==================== design 1
[src/rtl/serial_adder_seq_pkg.sv]
// rtl/serial_adder_seq_pkg.sv - shared state encoding and counter sizing for the serial adder
package serial_adder_seq_pkg;

    typedef enum logic [1:0] {
        ST_IDLE = 2'd0,
        ST_RUN  = 2'd1,
        ST_DONE = 2'd2
    } state_t;

    // Step counter must hold 0..WIDTH/2-1; never narrower than one bit.
    function automatic int cnt_width(input int width);
        int steps;
        steps = width / 2;
        return (steps <= 1) ? 1 : $clog2(steps);
    endfunction

endpackage

[src/rtl/serial_adder_seq_two_bit_adder.sv]
// rtl/serial_adder_seq_two_bit_adder.sv - two-bit ripple-carry slice (twoBitAdder)
module twoBitAdder (
    input  logic a0,
    input  logic a1,
    input  logic b0,
    input  logic b1,
    input  logic cin,
    output logic s0,
    output logic s1,
    output logic cout
);

    logic c1;

    assign s0   = a0 ^ b0 ^ cin;
    assign c1   = (a0 & b0) | (cin & (a0 ^ b0));
    assign s1   = a1 ^ b1 ^ c1;
    assign cout = (a1 & b1) | (c1 & (a1 ^ b1));

endmodule

[src/rtl/serial_adder_seq.sv]
// rtl/serial_adder_seq.sv - adds two WIDTH-bit operands two bits per clock through one slice
module serial_adder_seq
    import serial_adder_seq_pkg::*;
#(
    parameter int WIDTH = 8
) (
    input  logic             clk,
    input  logic             rst,
    input  logic             start,
    input  logic [WIDTH-1:0] a,
    input  logic [WIDTH-1:0] b,
    input  logic             cin,
    output logic             busy,
    output logic             done,
    output logic [WIDTH-1:0] sum,
    output logic             cout
);

    localparam int N     = WIDTH / 2;
    localparam int CNT_W = cnt_width(WIDTH);
    localparam logic [CNT_W-1:0] LAST_STEP = CNT_W'(N - 1);

    if ((WIDTH < 2) || ((WIDTH % 2) != 0)) begin : g_bad_width
        $error("serial_adder_seq: WIDTH must be even and at least 2");
    end

    state_t             state_q, state_d;
    logic [WIDTH-1:0]   a_q, a_d;
    logic [WIDTH-1:0]   b_q, b_d;
    logic               carry_q, carry_d;
    logic [CNT_W-1:0]   cnt_q, cnt_d;
    logic [WIDTH-1:0]   psum_q, psum_d;
    logic [WIDTH-1:0]   sum_q, sum_d;
    logic               cout_q, cout_d;
    logic               busy_q, busy_d;
    logic               done_q, done_d;

    logic               s0, s1, slice_cout;
    logic [WIDTH-1:0]   psum_shifted;

    twoBitAdder u_slice (
        .a0   (a_q[0]),
        .a1   (a_q[1]),
        .b0   (b_q[0]),
        .b1   (b_q[1]),
        .cin  (carry_q),
        .s0   (s0),
        .s1   (s1),
        .cout (slice_cout)
    );

    // New slice bits enter at the top; after N steps the first pair sits at bit 0.
    assign psum_shifted = WIDTH'({s1, s0, psum_q} >> 2);

    always_comb begin
        state_d = state_q;
        a_d     = a_q;
        b_d     = b_q;
        carry_d = carry_q;
        cnt_d   = cnt_q;
        psum_d  = psum_q;
        sum_d   = sum_q;
        cout_d  = cout_q;

        case (state_q)
            ST_IDLE, ST_DONE: begin
                if (start) begin
                    a_d     = a;
                    b_d     = b;
                    carry_d = cin;
                    cnt_d   = '0;
                    psum_d  = '0;
                    state_d = ST_RUN;
                end else begin
                    state_d = ST_IDLE;
                end
            end
            ST_RUN: begin
                a_d     = a_q >> 2;
                b_d     = b_q >> 2;
                psum_d  = psum_shifted;
                carry_d = slice_cout;
                cnt_d   = cnt_q + CNT_W'(1);
                if (cnt_q == LAST_STEP) begin
                    sum_d   = psum_shifted;
                    cout_d  = slice_cout;
                    state_d = ST_DONE;
                end
            end
            default: state_d = ST_IDLE;
        endcase

        busy_d = (state_d == ST_RUN);
        done_d = (state_d == ST_DONE);
    end

    always_ff @(posedge clk) begin
        if (rst) begin
            state_q <= ST_IDLE;
            a_q     <= '0;
            b_q     <= '0;
            carry_q <= 1'b0;
            cnt_q   <= '0;
            psum_q  <= '0;
            sum_q   <= '0;
            cout_q  <= 1'b0;
            busy_q  <= 1'b0;
            done_q  <= 1'b0;
        end else begin
            state_q <= state_d;
            a_q     <= a_d;
            b_q     <= b_d;
            carry_q <= carry_d;
            cnt_q   <= cnt_d;
            psum_q  <= psum_d;
            sum_q   <= sum_d;
            cout_q  <= cout_d;
            busy_q  <= busy_d;
            done_q  <= done_d;
        end
    end

    assign busy = busy_q;
    assign done = done_q;
    assign sum  = sum_q;
    assign cout = cout_q;

endmodule
[config.mk]
export PLATFORM = sky130hd
export DESIGN_NAME = serial_adder_seq
export DESIGN_NICKNAME = d
export VERILOG_FILES = /design/src/rtl/serial_adder_seq_pkg.sv /design/src/rtl/serial_adder_seq_two_bit_adder.sv /design/src/rtl/serial_adder_seq.sv
export SDC_FILE = /design/constraint.sdc
export NUM_CORES = 1
export LEC_CHECK = 0
export ABC_AREA = 1
export CORE_MARGIN = 4
export CORE_UTILIZATION = 30
export DETAILED_ROUTE_END_ITERATION = 7
export GPL_ROUTABILITY_DRIVEN = 0
export PLACE_DENSITY = 0.63
export SETUP_SLACK_MARGIN = 0.15
export SLEW_MARGIN = 20
export SYNTH_ARGS = -nofsm -noshare
export SYNTH_HDL_FRONTEND = slang
export SYNTH_SLANG_ARGS = --single-unit
[constraint.sdc]
create_clock -name clk -period 1.9 [get_ports clk]
set_clock_uncertainty 0.1 [all_clocks]
set_input_delay 0.285 -clock clk [delete_from_list [all_inputs] [get_ports clk]]
set_output_delay 0.285 -clock clk [all_outputs]
set_load 0.02 [all_outputs]
**Design 1: clock wiring as the flow saved it**

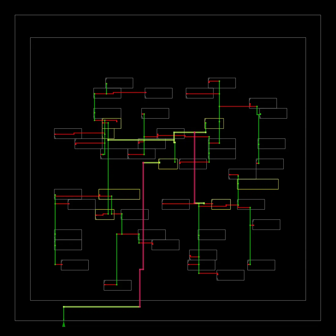
clk sink count: 38
number of clock buffers in the layout: 5
number of CTS-inserted buffers: 5
FF+latch count: 38
clock network power consumption: 822 uW

==> results.toml <==
# flow metrics
[finish]
final_core_util = 0.4183
finalNonFillerCells = 338
comb_area_share = 0.3267
syn_to_final_growth_pct = 32.55
finalInstanceArea_um2 = 2191
nonClockBufferCount = 38
n_fill_cell = 549
logic_area_um2 = 715.7

[outcome]
status = "finished clean"

[worst_setup_path]
path_cells = "fa_1 > fa_2 > nand2_1 > a21oi_1"
worst-path-max-fanout = 2
rr_startpoint = "carry_q"
critPathArrivalTime_ps = 1780
critical_path.reg2reg.endpoint = "psum_q[7]"
critical-path-top-delay-family = "adder cells"
worst_ep_required_time_ps = 2030

[timing]
setup_violations = 0
worst_pin_slew_ps = 366.6
fin_worst_hold_slack_ps = 363.5

[synthesis]
ys_area_um2 = 1653
yosys_register_bits = 38
synth.cell_area_um2 = 1653
synth.distinct_cells = 16
synthesis.nets = 257

[worst_hold_path]
hold_path.class = "reg -> reg"

[die]
fp.coreArea_um2 = 5238
fp.dieH_um = 82.23
chipWidth_um = 82.23
num_rows = 26

[global_route]
globalRouteMet2Util = 0.1891
met3_usage = 0.04013
grt_most_used_layer = "met2"

[drt]
detail_route.vias_per_cell = 4.385
topmost_layer_with_routed_signal_wires = "met4"
wl_met2_mm = 1.534
detail_route.iter0.violations = 98
route.detailed.drc = 0
routed-via-count = 1482

[pwr]
pwr-share-comb = 0.137

[job]
stage_log_warnings = 27

[placed_design]
dpl_worst_slack_ps = 282.6

==================== design 2
File: src/rtl/subtractor_tree_pipelined.sv
// subtractor_tree_pipelined
//   Two-stage streaming subtractor tree.
//   Stage 1 registers diff1 = a - b and diff2 = c - d (zero-extended operands).
//   Stage 2 (the output registers) adds diff3 = diff1 - diff2 and the sign bits.
//   Both ends use valid/ready handshakes; throughput is one result per cycle.
//
// Ports
//   clk, rst_n           clock, asynchronous active-low reset
//   in_valid / in_ready  input handshake for operand set a, b, c, d
//   a, b   [AW-1:0]      unsigned operands of diff1
//   c, d   [CW-1:0]      unsigned operands of diff2
//   out_valid/out_ready  output handshake
//   diff1  [AW:0]        signed a - b
//   diff2  [CW:0]        signed c - d
//   diff3  [CW+1:0]      signed diff1 - diff2
//   neg    [2:0]         {diff3<0, diff2<0, diff1<0}
//   result_count         output handshakes delivered, wraps modulo 2^CNTW
module subtractor_tree_pipelined #(
  parameter int AW   = 4,
  parameter int CW   = 8,
  parameter int CNTW = 16
) (
  input  logic            clk,
  input  logic            rst_n,
  input  logic            in_valid,
  output logic            in_ready,
  input  logic [AW-1:0]   a,
  input  logic [AW-1:0]   b,
  input  logic [CW-1:0]   c,
  input  logic [CW-1:0]   d,
  output logic            out_valid,
  input  logic            out_ready,
  output logic [AW:0]     diff1,
  output logic [CW:0]     diff2,
  output logic [CW+1:0]   diff3,
  output logic [2:0]      neg,
  output logic [CNTW-1:0] result_count
);

  typedef struct packed {
    logic [AW:0] d1;
    logic [CW:0] d2;
  } s1_t;

  s1_t          s1_q;
  s1_t          s1_c;
  logic         s1_vld, s2_vld;
  logic         s2_free, s1_adv, in_hs, out_hs;
  logic [CW+1:0] d3_c;

  // Zero-extend by one bit so the difference carries its own sign.
  assign s1_c.d1 = {1'b0, a} - {1'b0, b};
  assign s1_c.d2 = {1'b0, c} - {1'b0, d};

  // Sign-extend both stage-1 values to CW+2 bits; the range (-270..270 at
  // defaults) always fits, so no overflow handling is needed.
  assign d3_c = {{(CW+1-AW){s1_q.d1[AW]}}, s1_q.d1} - {s1_q.d2[CW], s1_q.d2};

  assign s2_free   = !s2_vld || out_ready;
  assign s1_adv    = s1_vld && s2_free;
  // rst_n gates in_ready so the source never sees a handshake during reset.
  assign in_ready  = rst_n && (!s1_vld || s2_free);
  assign in_hs     = in_valid && in_ready;
  assign out_valid = s2_vld;
  assign out_hs    = s2_vld && out_ready;

  // Stage 1: s1 is only refilled when it is empty or draining this edge,
  // so loading takes priority over clearing.
  always_ff @(posedge clk or negedge rst_n) begin
    if (!rst_n) begin
      s1_vld <= 1'b0;
      s1_q   <= '0;
    end else begin
      if (in_hs) begin
        s1_q   <= s1_c;
        s1_vld <= 1'b1;
      end else if (s1_adv) begin
        s1_vld <= 1'b0;
      end
    end
  end

  // Stage 2: output registers hold their value while stalled or idle.
  always_ff @(posedge clk or negedge rst_n) begin
    if (!rst_n) begin
      s2_vld <= 1'b0;
      diff1  <= '0;
      diff2  <= '0;
      diff3  <= '0;
      neg    <= '0;
    end else begin
      if (s1_adv) begin
        s2_vld <= 1'b1;
        diff1  <= s1_q.d1;
        diff2  <= s1_q.d2;
        diff3  <= d3_c;
        neg    <= {d3_c[CW+1], s1_q.d2[CW], s1_q.d1[AW]};
      end else if (out_hs) begin
        s2_vld <= 1'b0;
      end
    end
  end

  always_ff @(posedge clk or negedge rst_n) begin
    if (!rst_n)      result_count <= '0;
    else if (out_hs) result_count <= result_count + 1'b1;
  end

endmodule
File: config.mk
export PLATFORM = sky130hd
export DESIGN_NAME = subtractor_tree_pipelined
export DESIGN_NICKNAME = d
export VERILOG_FILES = /design/src/rtl/subtractor_tree_pipelined.sv
export SDC_FILE = /design/constraint.sdc
export NUM_CORES = 1
export LEC_CHECK = 0
export CORE_UTILIZATION = 47
export CTS_BUF_LIST = sky130_fd_sc_hd__clkbuf_4
export CTS_CLUSTER_SIZE = 30
export DETAILED_ROUTE_END_ITERATION = 8
export GPL_ROUTABILITY_DRIVEN = 0
export MAX_ROUTING_LAYER = met4
export PLACE_DENSITY = 0.89
export SLEW_MARGIN = 20
export SYNTH_ARGS = -nofsm -noshare
export SYNTH_HDL_FRONTEND = slang
export SYNTH_SLANG_ARGS = --single-unit
File: constraint.sdc
create_clock -name clk -period 1.94 [get_ports clk]
set_input_delay 0.582 -clock clk [delete_from_list [all_inputs] [get_ports clk]]
set_output_delay 0.582 -clock clk [all_outputs]
set_load 0.005 [all_outputs]
**Design 2: M1 wires**

Scale bar: 20 um.
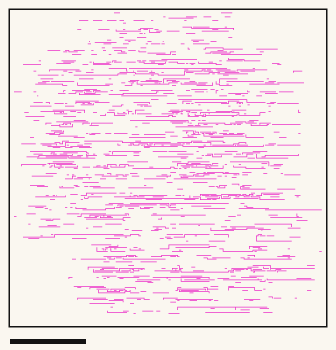
436 nets have wire on it. The longest straight run is 25.5 um. The layer holds 41% of the routed length.
Global Route met1 Usage: 0.2582
Total Wirelength: 7.110 mm
number of vias in the routed layout: 2,651

==> results.toml <==
# flow metrics
[worst_setup_path]
critical_path_depth = 9
critPathArrivalTime_ps = 2280
worstPathBufferInverterCount = 2
end_point_of_the_critical_path = "diff3[8]"
critical_path.reg2reg.endpoint = "diff3[8]"
worstSetupStartpoint = "s1_q[9]"
crit_slowest_cell = "sky130_fd_sc_hd__dfrtp_1"
r2r_setup_slack_ps = -80

[clock_network]
clk_path_buf_depth = 2
clock_latency_ps = 370

[global_route]
grt_most_used_layer = "met2"
grt_use_total = 0.2214
largest_net_degree_at_the_start_of_global_routing = 57
grt_antenna_before_repair = 0
met3_usage = 0.03777

[drt]
met1_routed_length_mm = 2.927
wl_met2_mm = 3.783
detail_route.vias_per_cell = 5.208

[finish]
finalNonFillerCells = 509
number_of_diodes = 0
flops = 56
final_nets = 484
comb_area_share = 0.3676
final_core_util = 0.7089
n_fill_cell = 468
multiInputCombCellCount = 211
nonClockBufferCount = 130
top_area_cell_class = "combinational gates"

[pwr]
vdd.ir_drop.worst_mv = 0.5299
p_int_uw = 2790
power_uw = 4187
power.largest_group = "combinational cells"

[synthesis]
synth.distinct_cells = 46
synth_top_flop_cell = "sky130_fd_sc_hd__dfrtp_1"
synth_stat.cells = 304
synth_largest_type_area_fraction = 0.4560
yosys.area.top_type = "sky130_fd_sc_hd__dfrtp_1"
yosys.area_share.xor_xnor = 0.06840
fraction_of_registers_with_async_set_or_reset_after_synthesis = 1.000
area_leaders = "sky130_fd_sc_hd__dfrtp_1 (46%), sky130_fd_sc_hd__ha_1 (9.0%), sky130_fd_sc_hd__o21ai_0 (4.9%)"

[die]
fp.dieH_um = 82.86
num_tap_cells = 77

[outcome]
failed_checks = "setup timing"
status = "complete, but fails checks"

[job]
cap_viol_max_count = 0
stage_log_warnings = 28

[placed_design]
port-buffer-count = 72

[timing]
setup_violations = 3
finalClockSkew_ps = 10.86
highest_clock_rate_mhz = 496.2
period_used_share = 1.039
layout_min_cycle_time_ps = 2015
worst_slack_ps = -75.27
worst_pin_slew_ps = 686.9
relSlewSlack = 0.5421


==> screenshots <==
Where the registers sit.
Scale bar: 20 um.
image #1
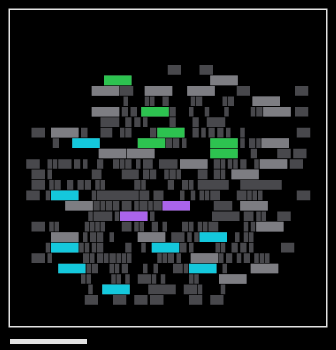
image #2
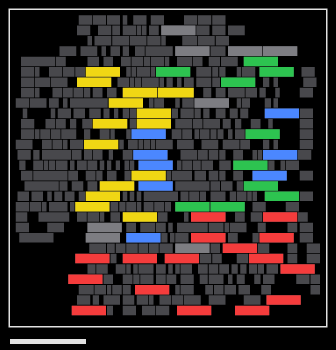
Of these, most sequential cells: image #2
image #1 -> design 1
image #2 -> design 2

Power and IR drop assume default switching activity.
